# ---- design 1 ----
## config.mk

```make
export PLATFORM = sky130hd
export DESIGN_NAME = freq_mult_ctrl_flat
export DESIGN_NICKNAME = d
export VERILOG_FILES = /design/src/rtl/freq_mult_ctrl_if.sv /design/src/rtl/freq_mult_ctrl.sv /design/src/flat_wrapper.sv
export SDC_FILE = /design/constraint.sdc
export NUM_CORES = 1
export LEC_CHECK = 0
export ABC_AREA = 1
export CAP_MARGIN = 20
export CELL_PAD_IN_SITES_DETAIL_PLACEMENT = 1
export CELL_PAD_IN_SITES_GLOBAL_PLACEMENT = 1
export CORE_MARGIN = 3
export CORE_UTILIZATION = 38
export DETAILED_ROUTE_END_ITERATION = 16
export PLACE_DENSITY_LB_ADDON = 0.1
export SETUP_SLACK_MARGIN = 0.02
export SLEW_MARGIN = 5
export SYNTH_ARGS = -nofsm -noshare
export SYNTH_HDL_FRONTEND = slang
export SYNTH_SLANG_ARGS = --single-unit
```

## constraint.sdc

```tcl
create_clock -name ref_f -period 1.6 [get_ports ref_f]
set_input_delay 0.16 -clock ref_f [delete_from_list [all_inputs] [get_ports ref_f]]
set_output_delay 0.16 -clock ref_f [all_outputs]
set_load 0.005 [all_outputs]
```

## src/rtl/freq_mult_ctrl_if.sv

```systemverilog
// Control and strobe bundle between the frequency-multiplier sequencer and
// its user / datapath.
//
// Handshake: start and abort are level-sampled requests with no ready
// signal. start is honoured only when the controller is not busy (IDLE,
// LOCKED, FAULT); abort is honoured in every state and wins over start.
// init, en and ld are single-cycle or windowed strobes toward the datapath.
// busy, locked and fault are mutually exclusive status flags; period is
// meaningful only while locked is high.
interface freq_mult_ctrl_if #(
    parameter int CNT_W = 14
);
    logic             start;
    logic             abort;
    logic             init;
    logic             en;
    logic             ld;
    logic             busy;
    logic             locked;
    logic             fault;
    logic [CNT_W-1:0] period;

    // Requester side: issues start/abort, observes strobes and status.
    modport master (
        output start, abort,
        input  init, en, ld, busy, locked, fault, period
    );

    // Controller side.
    modport slave (
        input  start, abort,
        output init, en, ld, busy, locked, fault, period
    );
endinterface

```

## src/rtl/freq_mult_ctrl.sv

```systemverilog
// Sequencer for the frequency-multiplier datapath: measures one InFreq
// period in ref_f cycles (en window), reloads the divider (ld), reports
// lock, and falls into FAULT if no rising edge arrives within TIMEOUT.
module freq_mult_ctrl #(
    parameter int CNT_W   = 14,
    parameter int TIMEOUT = 8190
) (
    input  logic            ref_f,
    input  logic            rst,
    input  logic            InFreq,
    freq_mult_ctrl_if.slave bus,
    output logic [2:0]      dbg_state
);

    typedef enum logic [2:0] {
        S_IDLE    = 3'd0,
        S_CLEAR   = 3'd1,
        S_ARM     = 3'd2,
        S_MEASURE = 3'd3,
        S_LOAD    = 3'd4,
        S_LOCKED  = 3'd5,
        S_FAULT   = 3'd6
    } state_t;

    localparam logic [CNT_W-1:0] TC_MAX = CNT_W'(TIMEOUT);
    localparam logic [CNT_W-1:0] TC_ONE = CNT_W'(1);

    state_t           state;
    state_t           state_nxt;
    logic             s1, s2, s3;
    logic             rise;
    logic [CNT_W-1:0] tc;
    logic [CNT_W-1:0] period_q;
    logic             init_q, en_q, ld_q, busy_q, locked_q, fault_q;

    // Both window edges pass through the same three flops, so the
    // synchronizer latency cancels out of the measured period.
    assign rise = s2 & ~s3;

    // Bring InFreq into the ref_f domain and keep one extra stage for edge detect.
    always_ff @(posedge ref_f) begin
        if (rst) begin
            s1 <= 1'b0;
            s2 <= 1'b0;
            s3 <= 1'b0;
        end else begin
            s1 <= InFreq;
            s2 <= s1;
            s3 <= s2;
        end
    end

    // Next-state decision; abort beats every other condition.
    always_comb begin
        state_nxt = state;
        if (bus.abort) begin
            state_nxt = S_IDLE;
        end else begin
            case (state)
                S_IDLE:    if (bus.start) state_nxt = S_CLEAR;
                S_CLEAR:   state_nxt = S_ARM;
                S_ARM: begin
                    if (rise)              state_nxt = S_MEASURE;
                    else if (tc == TC_MAX) state_nxt = S_FAULT;
                end
                S_MEASURE: begin
                    if (rise)              state_nxt = S_LOAD;
                    else if (tc == TC_MAX) state_nxt = S_FAULT;
                end
                S_LOAD:    state_nxt = S_LOCKED;
                S_LOCKED:  if (bus.start) state_nxt = S_CLEAR;
                S_FAULT:   if (bus.start) state_nxt = S_CLEAR;
                default:   state_nxt = S_IDLE;
            endcase
        end
    end

    // State, counter, captured period and Moore outputs decoded from the next state.
    always_ff @(posedge ref_f) begin
        if (rst) begin
            state    <= S_IDLE;
            tc       <= '0;
            period_q <= '0;
            init_q   <= 1'b0;
            en_q     <= 1'b0;
            ld_q     <= 1'b0;
            busy_q   <= 1'b0;
            locked_q <= 1'b0;
            fault_q  <= 1'b0;
        end else begin
            state <= state_nxt;

            case (state)
                S_CLEAR: tc <= '0;
                S_ARM: begin
                    if (rise)              tc <= TC_ONE;
                    else if (tc != TC_MAX) tc <= tc + TC_ONE;
                end
                S_MEASURE: begin
                    if (tc != TC_MAX) tc <= tc + TC_ONE;
                end
                default: tc <= tc;
            endcase

            // tc counts the MEASURE cycles so far, which equals the period on the closing rise.
            if (state == S_MEASURE && rise && !bus.abort) begin
                period_q <= tc;
            end

            init_q   <= (state_nxt == S_CLEAR);
            en_q     <= (state_nxt == S_MEASURE);
            ld_q     <= (state_nxt == S_LOAD);
            busy_q   <= (state_nxt inside {S_CLEAR, S_ARM, S_MEASURE, S_LOAD});
            locked_q <= (state_nxt == S_LOCKED);
            fault_q  <= (state_nxt == S_FAULT);
        end
    end

    assign bus.init   = init_q;
    assign bus.en     = en_q;
    assign bus.ld     = ld_q;
    assign bus.busy   = busy_q;
    assign bus.locked = locked_q;
    assign bus.fault  = fault_q;
    assign bus.period = period_q;
    assign dbg_state  = state;

endmodule

```

## src/flat_wrapper.sv

```systemverilog
// flat-port wrapper written by rule: the top's interface ports become plain ports
module freq_mult_ctrl_flat 
#(
    parameter int CNT_W   = 14,
    parameter int TIMEOUT = 8190
)
  (ref_f, rst, InFreq, dbg_state, bus_start, bus_abort, bus_init, bus_en, bus_ld, bus_busy, bus_locked, bus_fault, bus_period);
  freq_mult_ctrl_if #(.CNT_W(CNT_W)) bus_i ();
  input  logic ref_f;
  input  logic rst;
  input  logic InFreq;
  output logic [2:0] dbg_state;
  input wire logic [$bits(bus_i.start)-1:0] bus_start;
  input wire logic [$bits(bus_i.abort)-1:0] bus_abort;
  output wire logic [$bits(bus_i.init)-1:0] bus_init;
  output wire logic [$bits(bus_i.en)-1:0] bus_en;
  output wire logic [$bits(bus_i.ld)-1:0] bus_ld;
  output wire logic [$bits(bus_i.busy)-1:0] bus_busy;
  output wire logic [$bits(bus_i.locked)-1:0] bus_locked;
  output wire logic [$bits(bus_i.fault)-1:0] bus_fault;
  output wire logic [$bits(bus_i.period)-1:0] bus_period;
  assign bus_i.start = bus_start;
  assign bus_i.abort = bus_abort;
  assign bus_init = bus_i.init;
  assign bus_en = bus_i.en;
  assign bus_ld = bus_i.ld;
  assign bus_busy = bus_i.busy;
  assign bus_locked = bus_i.locked;
  assign bus_fault = bus_i.fault;
  assign bus_period = bus_i.period;
  freq_mult_ctrl #(.CNT_W(CNT_W), .TIMEOUT(TIMEOUT)) u_core (.ref_f(ref_f), .rst(rst), .InFreq(InFreq), .bus(bus_i), .dbg_state(dbg_state));
endmodule
```

# ---- design 2 ----
<file path="src/rtl/clock_pkg.sv">
// rtl/clock_pkg.sv - shared mode encodings, default moduli and field/repeat enums for the time-of-day chain
// Purpose: common definitions imported by mod_counter and time_of_day_counter.
// Contents:
//   MODE_RUN, MODE_SET_SEC/MIN/HOUR  3-bit mode encodings
//   DEF_SEC_MOD/DEF_MIN_MOD/DEF_HOUR_MOD  default moduli
//   field_e      field selected by the current mode
//   rpt_state_e  press-and-hold auto-repeat states
//   field_of()   mode -> field_e decode
package clock_pkg;

  localparam logic [2:0] MODE_RUN      = 3'b000;
  localparam logic [2:0] MODE_SET_SEC  = 3'b101;
  localparam logic [2:0] MODE_SET_MIN  = 3'b110;
  localparam logic [2:0] MODE_SET_HOUR = 3'b111;

  localparam int DEF_SEC_MOD  = 60;
  localparam int DEF_MIN_MOD  = 60;
  localparam int DEF_HOUR_MOD = 24;

  typedef enum logic [1:0] {
    FIELD_NONE,
    FIELD_SEC,
    FIELD_MIN,
    FIELD_HOUR
  } field_e;

  typedef enum logic [1:0] {
    RPT_IDLE,
    RPT_DELAY,
    RPT_REPEAT
  } rpt_state_e;

  // Any mode outside the three set encodings means "run".
  function automatic field_e field_of(input logic [2:0] mode);
    case (mode)
      MODE_SET_SEC:  field_of = FIELD_SEC;
      MODE_SET_MIN:  field_of = FIELD_MIN;
      MODE_SET_HOUR: field_of = FIELD_HOUR;
      default:       field_of = FIELD_NONE;
    endcase
  endfunction

endpackage

</file>
<file path="src/rtl/time_of_day_counter_mod_counter.sv">
// rtl/time_of_day_counter_mod_counter.sv - modulo-MOD up/down counter with wrap carry
// Purpose: one field of the time-of-day chain (sec, min or hour).
// Ports:
//   clk_1Hz  in   clock
//   rst_n    in   asynchronous active-low reset, clears value
//   inc      in   step up, wraps MOD-1 -> 0
//   dec      in   step down, wraps 0 -> MOD-1
//   clr      in   synchronous clear (priority over inc/dec)
//   value    out  current count
//   carry    out  inc while at the top of the range (combinational)
module mod_counter #(
  parameter int MOD = 60,
  parameter int W   = (MOD > 1) ? $clog2(MOD) : 1
) (
  input  logic         clk_1Hz,
  input  logic         rst_n,
  input  logic         inc,
  input  logic         dec,
  input  logic         clr,
  output logic [W-1:0] value,
  output logic         carry
);

  localparam logic [W-1:0] MAX = W'(MOD - 1);

  // Values above MAX (possible when MOD does not fill W bits) behave as MAX.
  logic at_max;
  assign at_max = (value >= MAX);
  assign carry  = inc & at_max;

  always_ff @(posedge clk_1Hz or negedge rst_n) begin
    if (!rst_n) begin
      value <= '0;
    end else if (clr) begin
      value <= '0;
    end else if (inc) begin
      value <= at_max ? '0 : value + W'(1);
    end else if (dec) begin
      if (value == '0)
        value <= MAX;
      else if (at_max)
        value <= MAX - W'(1);
      else
        value <= value - W'(1);
    end
  end

endmodule

</file>
<file path="src/rtl/time_of_day_counter.sv">
// rtl/time_of_day_counter.sv - sec/min/hour chain with button set, auto-repeat and optional alarm
// Purpose: counts one second per clk_1Hz with ripple carry, pulses day_tick on wrap to 00:00:00,
//   lets the selected field be stepped with press-and-hold auto-repeat, and optionally rings an alarm.
// Configuration macro: ALARM_EN (undefined: alarm_ring tied 0, alarm inputs ignored).
// Ports:
//   clk_1Hz      in   1 Hz clock
//   rst_n        in   asynchronous active-low reset
//   mode         in   101 set sec, 110 set min, 111 set hour, others run
//   btn_up       in   active-low increment request
//   btn_down     in   active-low decrement request
//   alarm_hour   in   alarm hour
//   alarm_min    in   alarm minute
//   alarm_arm    in   alarm enabled
//   alarm_ack_n  in   active-low alarm silence
//   sec/min/hour out  current time
//   day_tick     out  one-cycle pulse in the cycle showing 00:00:00 after a wrap
//   alarm_ring   out  alarm active
module time_of_day_counter
  import clock_pkg::*;
#(
  parameter int SEC_MOD    = DEF_SEC_MOD,
  parameter int MIN_MOD    = DEF_MIN_MOD,
  parameter int HOUR_MOD   = DEF_HOUR_MOD,
  parameter int REPEAT_DLY = 2,
  parameter int ALARM_DUR  = 60
) (
  input  logic                        clk_1Hz,
  input  logic                        rst_n,
  input  logic [2:0]                  mode,
  input  logic                        btn_up,
  input  logic                        btn_down,
  input  logic [$clog2(HOUR_MOD)-1:0] alarm_hour,
  input  logic [$clog2(MIN_MOD)-1:0]  alarm_min,
  input  logic                        alarm_arm,
  input  logic                        alarm_ack_n,
  output logic [$clog2(SEC_MOD)-1:0]  sec,
  output logic [$clog2(MIN_MOD)-1:0]  min,
  output logic [$clog2(HOUR_MOD)-1:0] hour,
  output logic                        day_tick,
  output logic                        alarm_ring
);

  localparam int SW = $clog2(SEC_MOD);
  localparam int MW = $clog2(MIN_MOD);
  localparam int HW = $clog2(HOUR_MOD);
  localparam int CW = $clog2(REPEAT_DLY + 1);
  localparam logic [CW-1:0] RPT_LAST = CW'(REPEAT_DLY - 1);

  field_e     fld;
  logic       run;
  logic       up_q, dn_q;
  logic [2:0] mode_q;
  rpt_state_e rpt_state;
  logic [CW-1:0] rpt_cnt;
  logic       press_up, press_dn, press, step;

  assign fld = field_of(mode);
  assign run = (fld == FIELD_NONE);

  // A press is exactly one registered button low, in a set mode that was
  // already selected last cycle; a mode change therefore restarts the hold.
  assign press_up = !up_q &&  dn_q;
  assign press_dn =  up_q && !dn_q;
  assign press    = !run && (press_up || press_dn) && (mode == mode_q);
  assign step     = press && (rpt_state != RPT_DELAY);

  always_ff @(posedge clk_1Hz or negedge rst_n) begin
    if (!rst_n) begin
      up_q      <= 1'b1;
      dn_q      <= 1'b1;
      mode_q    <= MODE_RUN;
      rpt_state <= RPT_IDLE;
      rpt_cnt   <= '0;
    end else begin
      up_q   <= btn_up;
      dn_q   <= btn_down;
      mode_q <= mode;
      if (!press) begin
        rpt_state <= RPT_IDLE;
        rpt_cnt   <= '0;
      end else begin
        case (rpt_state)
          RPT_IDLE: begin
            rpt_state <= RPT_DELAY;
            rpt_cnt   <= '0;
          end
          RPT_DELAY: begin
            if (rpt_cnt == RPT_LAST)
              rpt_state <= RPT_REPEAT;
            else
              rpt_cnt <= rpt_cnt + CW'(1);
          end
          default: rpt_state <= RPT_REPEAT;
        endcase
      end
    end
  end

  logic sec_inc, sec_dec, min_inc, min_dec, hour_inc, hour_dec;
  logic sec_carry, min_carry, hour_carry;

  // Carries ripple only in run mode; set modes step one field in isolation.
  assign sec_inc  = run | ((fld == FIELD_SEC) & step & press_up);
  assign sec_dec  = (fld == FIELD_SEC) & step & press_dn;
  assign min_inc  = (run & sec_carry) | ((fld == FIELD_MIN) & step & press_up);
  assign min_dec  = (fld == FIELD_MIN) & step & press_dn;
  assign hour_inc = (run & min_carry) | ((fld == FIELD_HOUR) & step & press_up);
  assign hour_dec = (fld == FIELD_HOUR) & step & press_dn;

  mod_counter #(.MOD(SEC_MOD), .W(SW)) u_sec (
    .clk_1Hz(clk_1Hz), .rst_n(rst_n), .inc(sec_inc), .dec(sec_dec), .clr(1'b0),
    .value(sec), .carry(sec_carry)
  );

  mod_counter #(.MOD(MIN_MOD), .W(MW)) u_min (
    .clk_1Hz(clk_1Hz), .rst_n(rst_n), .inc(min_inc), .dec(min_dec), .clr(1'b0),
    .value(min), .carry(min_carry)
  );

  mod_counter #(.MOD(HOUR_MOD), .W(HW)) u_hour (
    .clk_1Hz(clk_1Hz), .rst_n(rst_n), .inc(hour_inc), .dec(hour_dec), .clr(1'b0),
    .value(hour), .carry(hour_carry)
  );

  always_ff @(posedge clk_1Hz or negedge rst_n) begin
    if (!rst_n)
      day_tick <= 1'b0;
    else
      day_tick <= run & hour_carry;
  end

`ifdef ALARM_EN
  localparam int RW = $clog2(ALARM_DUR + 1);
  localparam logic [RW-1:0] RING_LAST = RW'(ALARM_DUR - 1);

  logic [RW-1:0] ring_cnt;
  logic          alarm_hit;

  assign alarm_hit = run && alarm_arm && (hour == alarm_hour) &&
                     (min == alarm_min) && (sec == '0);

  // While ringing, a new match is ignored; the ring ends on ack, disarm or timeout.
  always_ff @(posedge clk_1Hz or negedge rst_n) begin
    if (!rst_n) begin
      alarm_ring <= 1'b0;
      ring_cnt   <= '0;
    end else if (alarm_ring) begin
      if (!alarm_ack_n || !alarm_arm || (ring_cnt == RING_LAST)) begin
        alarm_ring <= 1'b0;
        ring_cnt   <= '0;
      end else begin
        ring_cnt <= ring_cnt + RW'(1);
      end
    end else if (alarm_hit) begin
      alarm_ring <= 1'b1;
      ring_cnt   <= '0;
    end
  end
`else
  localparam int unused_alarm_dur = ALARM_DUR;
  logic unused_alarm;
  assign unused_alarm = ^{alarm_hour, alarm_min, alarm_arm, alarm_ack_n};
  assign alarm_ring   = 1'b0;
`endif

endmodule

</file>
<file path="config.mk">
export PLATFORM = sky130hd
export DESIGN_NAME = time_of_day_counter
export DESIGN_NICKNAME = d
export VERILOG_FILES = /design/src/rtl/clock_pkg.sv /design/src/rtl/time_of_day_counter_mod_counter.sv /design/src/rtl/time_of_day_counter.sv
export SDC_FILE = /design/constraint.sdc
export NUM_CORES = 1
export LEC_CHECK = 0
export ABC_AREA = 1
export CAP_MARGIN = 20
export CORE_MARGIN = 2
export CORE_UTILIZATION = 52
export CTS_CLUSTER_DIAMETER = 120
export CTS_CLUSTER_SIZE = 16
export DETAILED_ROUTE_END_ITERATION = 10
export GPL_TIMING_DRIVEN = 0
export PLACE_DENSITY = 0.88
export SYNTH_ARGS = -nofsm -noshare
export SYNTH_HDL_FRONTEND = slang
export SYNTH_SLANG_ARGS = --single-unit
</file>
<file path="constraint.sdc">
create_clock -name clk_1Hz -period 2 [get_ports clk_1Hz]
set_input_delay 0.2 -clock clk_1Hz [delete_from_list [all_inputs] [get_ports clk_1Hz]]
set_output_delay 0.2 -clock clk_1Hz [all_outputs]
set_load 0.01 [all_outputs]
</file>
# ---- design 3 ----
**src/rtl/lc3_keyboard_reg_if.sv**
```systemverilog
// Bus bundle for the LC3 keyboard register block.
// It carries the character source handshake and the CPU memory-mapped I/O signals.
interface lc3_keyboard_reg_if;
  logic        KB_VALID;
  logic [7:0]  KB_CHAR;
  logic        KB_READY;
  logic        RD_KBDR;
  logic        LD_KBSR;
  logic [15:0] DATA;
  logic [15:0] KBSR;
  logic [15:0] KBDR;
  logic        KB_INT;

  // Driver side: the keyboard source and the CPU I/O decode.
  modport master (
    output KB_VALID, KB_CHAR, RD_KBDR, LD_KBSR, DATA,
    input  KB_READY, KBSR, KBDR, KB_INT
  );

  // Register block side.
  modport slave (
    input  KB_VALID, KB_CHAR, RD_KBDR, LD_KBSR, DATA,
    output KB_READY, KBSR, KBDR, KB_INT
  );
endinterface

```
**src/rtl/lc3_keyboard_reg.sv**
```systemverilog
// LC3 keyboard registers KBSR/KBDR.
// A character FIFO feeds a single presentation stage (KBDR plus valid bit KBSR[15]).
// A CPU read of KBDR pops the stage, and the stage refills from the FIFO on the same edge.
// Optional macro LC3_KBD_INT_EN enables the writable interrupt-enable bit KBSR[14] and KB_INT.
module lc3_keyboard_reg #(
  parameter int unsigned FIFO_DEPTH = 4,
  parameter int unsigned ADDR_W     = 2
) (
  input logic               clk,
  input logic               rst_n,
  lc3_keyboard_reg_if.slave bus
);

  logic [7:0]        fifo_mem [FIFO_DEPTH];
  logic [ADDR_W-1:0] wr_ptr_q, rd_ptr_q;
  logic [ADDR_W:0]   count_q, count_d;
  logic              stage_valid_q;
  logic [7:0]        stage_char_q;
  logic              int_en;
  logic              push, load;

  // The handshake uses the registered count, so a full FIFO never accepts a character.
  always_comb begin
    bus.KB_READY = (count_q != (ADDR_W + 1)'(FIFO_DEPTH));
    push         = bus.KB_VALID && bus.KB_READY;
    load         = (count_q != '0) && (!stage_valid_q || bus.RD_KBDR);
  end

  // Net FIFO occupancy change: a simultaneous push and pop leaves the count unchanged.
  always_comb begin
    count_d = count_q;
    unique case ({push, load})
      2'b10:   count_d = count_q + 1'b1;
      2'b01:   count_d = count_q - 1'b1;
      default: count_d = count_q;
    endcase
  end

  // The storage array is not reset; the pointer reset discards its contents.
  always_ff @(posedge clk) begin
    if (push) fifo_mem[wr_ptr_q] <= bus.KB_CHAR;
  end

  // Pointers, count and the presentation stage.
  always_ff @(posedge clk or negedge rst_n) begin
    if (!rst_n) begin
      wr_ptr_q      <= '0;
      rd_ptr_q      <= '0;
      count_q       <= '0;
      stage_valid_q <= 1'b0;
      stage_char_q  <= 8'h00;
    end else begin
      count_q <= count_d;
      if (push) wr_ptr_q <= wr_ptr_q + 1'b1;
      if (load) begin
        stage_char_q  <= fifo_mem[rd_ptr_q];
        stage_valid_q <= 1'b1;
        rd_ptr_q      <= rd_ptr_q + 1'b1;
      end else if (bus.RD_KBDR && stage_valid_q) begin
        // KBDR keeps its last value once it has been consumed.
        stage_valid_q <= 1'b0;
      end
    end
  end

`ifdef LC3_KBD_INT_EN
  logic int_en_q;

  // The interrupt enable is the only CPU-writable KBSR bit.
  always_ff @(posedge clk or negedge rst_n) begin
    if (!rst_n) begin
      int_en_q <= 1'b0;
    end else if (bus.LD_KBSR) begin
      int_en_q <= bus.DATA[14];
    end
  end

  logic unused_data;
  assign unused_data = ^{bus.DATA[15], bus.DATA[13:0]};
  assign int_en      = int_en_q;
`else
  logic unused_ld;
  assign unused_ld = ^{bus.LD_KBSR, bus.DATA};
  assign int_en    = 1'b0;
`endif

  // The register views and the interrupt are decoded straight from state, with no extra latency.
  always_comb begin
    bus.KBSR   = {stage_valid_q, int_en, 14'h0000};
    bus.KBDR   = {8'h00, stage_char_q};
    bus.KB_INT = stage_valid_q && int_en;
  end

endmodule
```
**src/flat_wrapper.sv**
```systemverilog
// flat-port wrapper written by rule: the top's interface ports become plain ports
module lc3_keyboard_reg_flat 
#(
  parameter int unsigned FIFO_DEPTH = 4,
  parameter int unsigned ADDR_W     = 2
)
  (clk, rst_n, bus_KB_VALID, bus_KB_CHAR, bus_RD_KBDR, bus_LD_KBSR, bus_DATA, bus_KB_READY, bus_KBSR, bus_KBDR, bus_KB_INT);
  lc3_keyboard_reg_if bus_i ();
  input logic clk;
  input logic rst_n;
  input wire logic [$bits(bus_i.KB_VALID)-1:0] bus_KB_VALID;
  input wire logic [$bits(bus_i.KB_CHAR)-1:0] bus_KB_CHAR;
  input wire logic [$bits(bus_i.RD_KBDR)-1:0] bus_RD_KBDR;
  input wire logic [$bits(bus_i.LD_KBSR)-1:0] bus_LD_KBSR;
  input wire logic [$bits(bus_i.DATA)-1:0] bus_DATA;
  output wire logic [$bits(bus_i.KB_READY)-1:0] bus_KB_READY;
  output wire logic [$bits(bus_i.KBSR)-1:0] bus_KBSR;
  output wire logic [$bits(bus_i.KBDR)-1:0] bus_KBDR;
  output wire logic [$bits(bus_i.KB_INT)-1:0] bus_KB_INT;
  assign bus_i.KB_VALID = bus_KB_VALID;
  assign bus_i.KB_CHAR = bus_KB_CHAR;
  assign bus_i.RD_KBDR = bus_RD_KBDR;
  assign bus_i.LD_KBSR = bus_LD_KBSR;
  assign bus_i.DATA = bus_DATA;
  assign bus_KB_READY = bus_i.KB_READY;
  assign bus_KBSR = bus_i.KBSR;
  assign bus_KBDR = bus_i.KBDR;
  assign bus_KB_INT = bus_i.KB_INT;
  lc3_keyboard_reg #(.FIFO_DEPTH(FIFO_DEPTH), .ADDR_W(ADDR_W)) u_core (.clk(clk), .rst_n(rst_n), .bus(bus_i));
endmodule
```
**config.mk**
```make
export PLATFORM = sky130hd
export DESIGN_NAME = lc3_keyboard_reg_flat
export DESIGN_NICKNAME = d
export VERILOG_FILES = /design/src/rtl/lc3_keyboard_reg_if.sv /design/src/rtl/lc3_keyboard_reg.sv /design/src/flat_wrapper.sv
export SDC_FILE = /design/constraint.sdc
export NUM_CORES = 1
export LEC_CHECK = 0
export CAP_MARGIN = 15
export CELL_PAD_IN_SITES_DETAIL_PLACEMENT = 0
export CELL_PAD_IN_SITES_GLOBAL_PLACEMENT = 1
export CORE_UTILIZATION = 35
export DETAILED_ROUTE_END_ITERATION = 12
export GPL_TIMING_DRIVEN = 1
export PLACE_DENSITY_LB_ADDON = 0.2
export SYNTH_ARGS = -nofsm -noshare
export SYNTH_HDL_FRONTEND = slang
export SYNTH_SLANG_ARGS = --single-unit
export TNS_END_PERCENT = 5
```
**constraint.sdc**
```tcl
create_clock -name clk -period 4.9 [get_ports clk]
set_input_delay 0.49 -clock clk [delete_from_list [all_inputs] [get_ports clk]]
set_output_delay 0.49 -clock clk [all_outputs]
set_load 0.02 [all_outputs]
```
# ---- design 4 ----
==> src/rtl/mu0_mem_sequencer.sv <==
// Multicycle memory front-end for the MU0 core: instruction fetch, operand read or
// store on a single-port RAM bus with waitrequest, then a one-cycle execute strobe.
module mu0_mem_sequencer #(
    parameter int ADDR_WIDTH   = 12,
    parameter int DATA_WIDTH   = 16,
    parameter int READ_LATENCY = 1
) (
    input  logic                  clk,
    input  logic                  rst,
    input  logic [ADDR_WIDTH-1:0] core_pc,
    input  logic [DATA_WIDTH-1:0] core_writedata,
    input  logic                  core_running,
    output logic [DATA_WIDTH-1:0] instr,
    output logic [DATA_WIDTH-1:0] readdata,
    output logic                  read_valid,
    output logic [ADDR_WIDTH-1:0] mem_address,
    output logic                  mem_read,
    output logic                  mem_write,
    output logic [DATA_WIDTH-1:0] mem_writedata,
    input  logic                  mem_waitrequest,
    input  logic [DATA_WIDTH-1:0] mem_readdata,
    output logic [31:0]           retired_count,
    output logic [2:0]            fsm_state
);

    // Bus handshake: a request (mem_read or mem_write, never both) is accepted on a
    // rising edge where it is high and mem_waitrequest is low. Address, data and the
    // request stay stable until then. Read data is sampled READ_LATENCY edges after
    // acceptance.
    typedef enum logic [2:0] {
        IDLE      = 3'd0,
        FETCH_REQ = 3'd1,
        FETCH_LAT = 3'd2,
        OPND_REQ  = 3'd3,
        OPND_LAT  = 3'd4,
        STORE_REQ = 3'd5,
        EXEC      = 3'd6
    } state_t;

    localparam logic [2:0] LAT_LOAD = 3'(READ_LATENCY - 1);

    state_t     state;
    state_t     state_next;
    logic [2:0] lat_cnt;
    logic       accepted;
    logic       sample_now;
    logic [3:0] fetched_op;

    assign accepted   = (mem_read | mem_write) & ~mem_waitrequest;
    assign sample_now = (lat_cnt == 3'd0);
    assign fetched_op = mem_readdata[DATA_WIDTH-1 -: 4];
    assign fsm_state  = state;

    always_ff @(posedge clk or negedge rst) begin
        if (!rst) begin
            state <= IDLE;
        end else begin
            state <= state_next;
        end
    end

    always_comb begin
        state_next = state;
        case (state)
            IDLE: begin
                if (core_running) state_next = FETCH_REQ;
            end
            FETCH_REQ: begin
                // running dropping here (STP retired on the previous edge) parks the sequencer
                if (!core_running)  state_next = IDLE;
                else if (accepted)  state_next = FETCH_LAT;
            end
            FETCH_LAT: begin
                if (sample_now) begin
                    case (fetched_op)
                        4'd0, 4'd2, 4'd3: state_next = OPND_REQ;
                        4'd1:             state_next = STORE_REQ;
                        default:          state_next = EXEC;
                    endcase
                end
            end
            OPND_REQ: begin
                if (accepted) state_next = OPND_LAT;
            end
            OPND_LAT: begin
                if (sample_now) state_next = EXEC;
            end
            STORE_REQ: begin
                if (accepted) state_next = EXEC;
            end
            EXEC: begin
                state_next = FETCH_REQ;
            end
            default: begin
                state_next = IDLE;
            end
        endcase
    end

    always_comb begin
        mem_address   = '0;
        mem_read      = 1'b0;
        mem_write     = 1'b0;
        mem_writedata = '0;
        read_valid    = 1'b0;
        case (state)
            FETCH_REQ: begin
                mem_address = core_pc;
                mem_read    = core_running;
            end
            OPND_REQ: begin
                mem_address = instr[ADDR_WIDTH-1:0];
                mem_read    = 1'b1;
            end
            STORE_REQ: begin
                mem_address   = instr[ADDR_WIDTH-1:0];
                mem_write     = 1'b1;
                mem_writedata = core_writedata;
            end
            EXEC: begin
                read_valid = 1'b1;
            end
            default: begin
                mem_address = '0;
            end
        endcase
    end

    always_ff @(posedge clk or negedge rst) begin
        if (!rst) begin
            lat_cnt <= 3'd0;
        end else if (accepted) begin
            lat_cnt <= LAT_LOAD;
        end else if ((state == FETCH_LAT || state == OPND_LAT) && lat_cnt != 3'd0) begin
            lat_cnt <= lat_cnt - 3'd1;
        end
    end

    always_ff @(posedge clk or negedge rst) begin
        if (!rst) begin
            instr         <= '0;
            readdata      <= '0;
            retired_count <= 32'd0;
        end else begin
            if (state == FETCH_LAT && sample_now) instr <= mem_readdata;
            if (state == OPND_LAT && sample_now)  readdata <= mem_readdata;
            if (state == EXEC)                    retired_count <= retired_count + 32'd1;
        end
    end

endmodule

==> config.mk <==
export PLATFORM = sky130hd
export DESIGN_NAME = mu0_mem_sequencer
export DESIGN_NICKNAME = d
export VERILOG_FILES = /design/src/rtl/mu0_mem_sequencer.sv
export SDC_FILE = /design/constraint.sdc
export NUM_CORES = 1
export LEC_CHECK = 0
export CAP_MARGIN = 10
export CORE_ASPECT_RATIO = 0.9
export CORE_MARGIN = 5
export CORE_UTILIZATION = 45
export CTS_BUF_LIST = sky130_fd_sc_hd__clkbuf_8
export CTS_CLUSTER_DIAMETER = 50
export DETAILED_ROUTE_END_ITERATION = 8
export PLACE_DENSITY_LB_ADDON = 0.2
export SKIP_LAST_GASP = 1
export SYNTH_ARGS = -nofsm -noshare
export SYNTH_HDL_FRONTEND = slang
export SYNTH_SLANG_ARGS = --single-unit
==> constraint.sdc <==
create_clock -name clk -period 2.15 [get_ports clk]
set_input_delay 0.645 -clock clk [delete_from_list [all_inputs] [get_ports clk]]
set_output_delay 0.645 -clock clk [all_outputs]
set_load 0.01 [all_outputs]
### The metal 3 layer, design 4

(4 px per um)
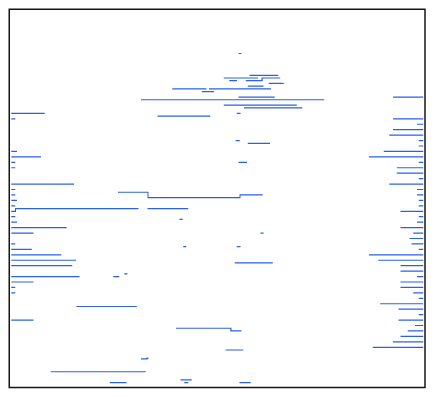
longest straight run: 45.5 um
wire length on this layer: 671 um

### Cell classes on the final placement, design 4

(4 px per um) Fill, decap, tap and diode cells in gray.
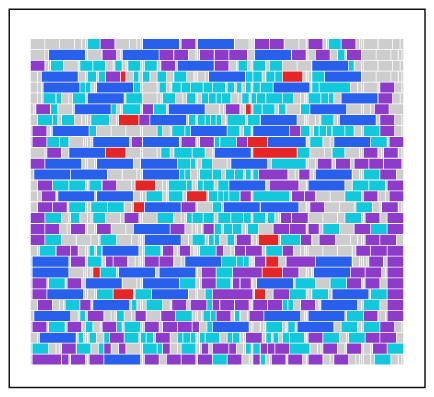
legend:
  clock drivers and dummy loads:
    color: red
    cells: 16
    share_of_their_area: 3.4%
  other buffers and delay cells:
    color: purple
    cells: 183
    share_of_their_area: 32%
  flops:
    color: blue
    cells: 70
    share_of_their_area: 31%
  combinational and other logic:
    color: cyan
    cells: 242
    share_of_their_area: 33%

==> results_dict.tcl, design 4 <==
# flow metrics
set metrics [dict create \
    status "finished, violations left" \
    violations "negative setup slack" \
    yosys_most_used_dff "dfrtp_1" \
    crit_arrival_ns 1.70 \
    n_all_inverters 7 \
    async_flop_share_pct 100.0 \
    critPathMaxStageDelay_ns 0.40 \
    p_comb_mw 3.37 \
    worst_slack_ns -0.1932 \
    fillers 533 \
    synth.avg_cell_area_um2 10.80 \
    placed_area_um2 5251 \
    largest_class "multi-input combinational cells" \
    fp_util_pct 46.50 \
    critPathBufInv 4 \
    stdcell_count 607 \
    rows 30 \
    synth.most_common_cell "dfrtp_1" \
    endpoint "mem_address[7]" \
    yosysCellCount 328 \
    syn_inst 328 \
    setup_viol_count_final 22 \
    critical_path_class "reg -> out" \
]
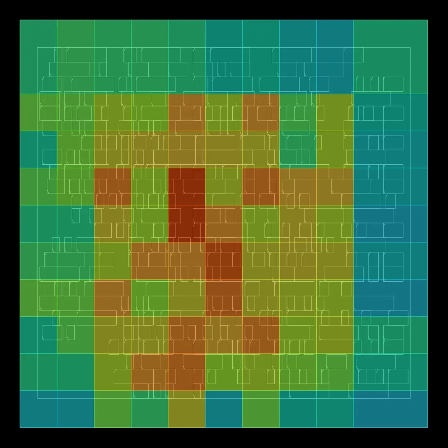
*Routing congestion map, design 1*
gr usage total: 18.92%
routing usage on met3: 4.617%
final core area utilization: 55.02%
routed length per placed instance: 14.14 um
met2 Use GR: 30.23%

==> results_dict.tcl, design 1 <==
# flow metrics
set metrics [dict create \
    ctsResizeCount 3 \
    n_all_inverters 29 \
    ys_warn_count 0 \
    grt_max_degree 23 \
    ys_ff 40 \
    p_sw_share_pct 22.36 \
    async_flop_share_pct 0 \
    grt_overflow_total 0 \
    setup-tns-final_ns 0 \
    crit_path_start_kind "flip-flop" \
    status "completed" \
    nMultiInputCombCells 170 \
    largest_class "multi-input combinational cells" \
    hold_end "u_core.s1" \
    yosysCellCount 246 \
    htree_levels 2 \
    num_tap_cells 65 \
    path_cells "inv_2 -> ha_4 -> nand2_4 -> nor2_4 -> nand2_2 -> o21ai_2 -> nand2_1 -> nand2_1 -> nand2_1 -> nand2_2 -> nand2_2 -> nor3_2" \
    whs_ns 0.3808 \
    combPwrFrac_pct 5.8 \
    clk_pin_slew_ns 0.08 \
]
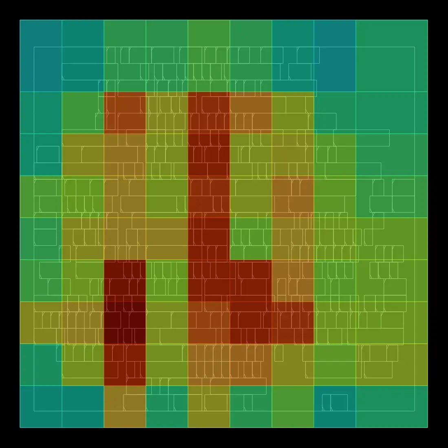
*Routing congestion map, design 2*
gr usage total: 21.59%
global routing usage on met1: 27.74%
gr busiest metal: met2
met2 Use GR: 36.75%
routing usage on met3: 1.689%

==> results_dict.tcl, design 2 <==
# flow metrics
set metrics [dict create \
    status "completed" \
    worst_slack_ns 0.07205 \
    seq_area_share_pct 26.94 \
    ys_warn_count 0 \
    crit_required_ns 2.18 \
    syn_nets 321 \
    p_seq_share_pct 39.1 \
    synth_xor_xnor_area_share_pct 5.094 \
    hold_start "mode[2]" \
    area_growth_pct 22.01 \
    drv_slew 0 \
    post_drt_wl_per_cell_um 12.29 \
    tool_warnings 46 \
    combPwrFrac_pct 43.7 \
    post_cts_buffers 1 \
    synthTopLogicFamily "simple AND/OR/NAND/NOR gates" \
    n_all_inverters 41 \
    synth-area-yosys_um2 2063 \
    grt_overflow_total 0 \
    drt_first_iter_violations 97 \
    critPathBufInv 3 \
    min-delay-path-class "in -> reg" \
    path_cells "inv_2 -> ha_4 -> a21oi_2 -> nand3_1 -> nor2_1 -> nand4_1 -> nand2_2 -> nand2_4 -> buf_6 -> nand3_2 -> nand2_1 -> nand2_1 -> inv_1" \
    clock_latency_ns 0.28 \
    wl_met3_um 185 \
]
### Logic cells by family, design 3

(4 px per um)
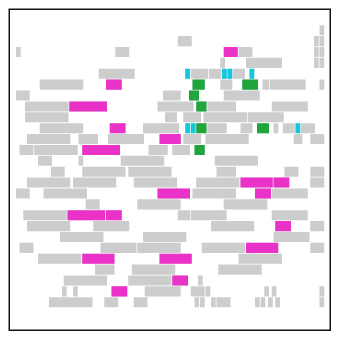
legend:
  AND and OR gates:
    color: green
    cells: 7
  inverters:
    color: cyan
    cells: 7
  multiplexers:
    color: magenta
    cells: 18

==> results_dict.tcl, design 3 <==
# flow metrics
set metrics [dict create \
    status "completed" \
    io-pin-count 63 \
    grt_util_met2_pct 19.74 \
    rows 27 \
    yosysTopAreaCellShare_pct 45.28 \
    bufAreaShareNonClock_pct 8.620 \
    nMultiInputCombCells 66 \
    netlist_area_um2 2122 \
    power_mw 1.450 \
    post_cts_buffers 0 \
    post-route-period-util_pct 52.83 \
    cts_tree "built" \
    top_area_cell "edfxtp_1" \
    cp.depth 9 \
    gp_congestion 0.6183 \
    yosys_most_used_dff "edfxtp_1" \
]


==> screenshots <==
Logic cells by family.
Plate I
(6 px per um)
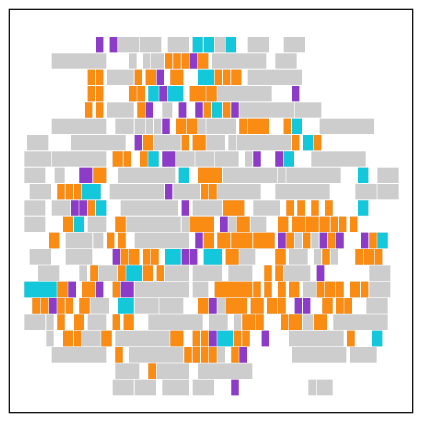
Plate II
(4 px per um)
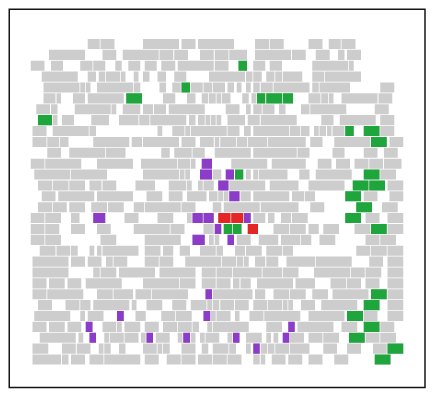
Plate III
(4 px per um)
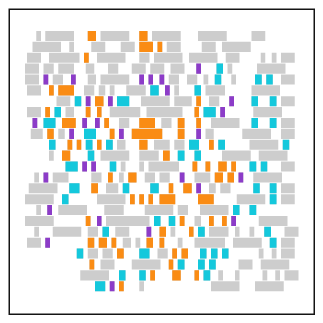
The one with the most cells is Plate II.
The one with the largest die is Plate II.
- design 1 = Plate III
- design 4 = Plate II
- design 2 = Plate I

Key to Plate III:
legend:
  inverters:
    color: purple
    cells: 29
  NAND gates:
    color: orange
    cells: 65
  inverting AOI/OAI gates:
    color: cyan
    cells: 56


==> layout pictures side by side <==
The metal 3 layer.
shot_01.png
(6 px per um)
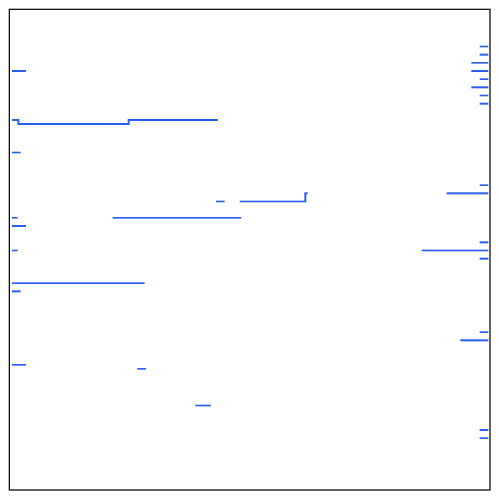
shot_02.png
(6 px per um)
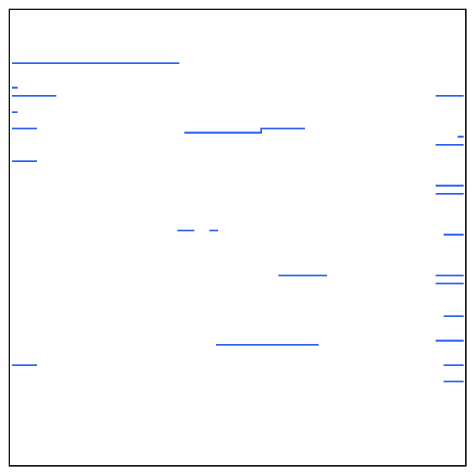
shot_03.png
(8 px per um)
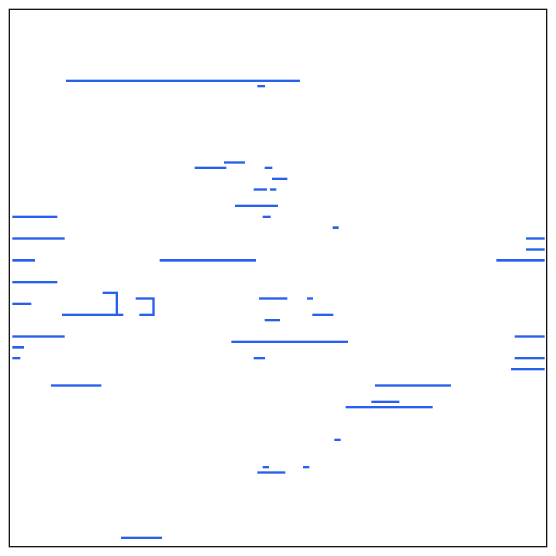
- smallest die: shot_03.png
design 3 -> shot_01.png
design 1 -> shot_02.png
design 2 -> shot_03.png

Key to shot_02.png:
wire length on this layer: 140 um
nets with wire on the layer: 21
main direction: horizontal
longest straight run: 27.6 um
share of all routed wire: 2.8%

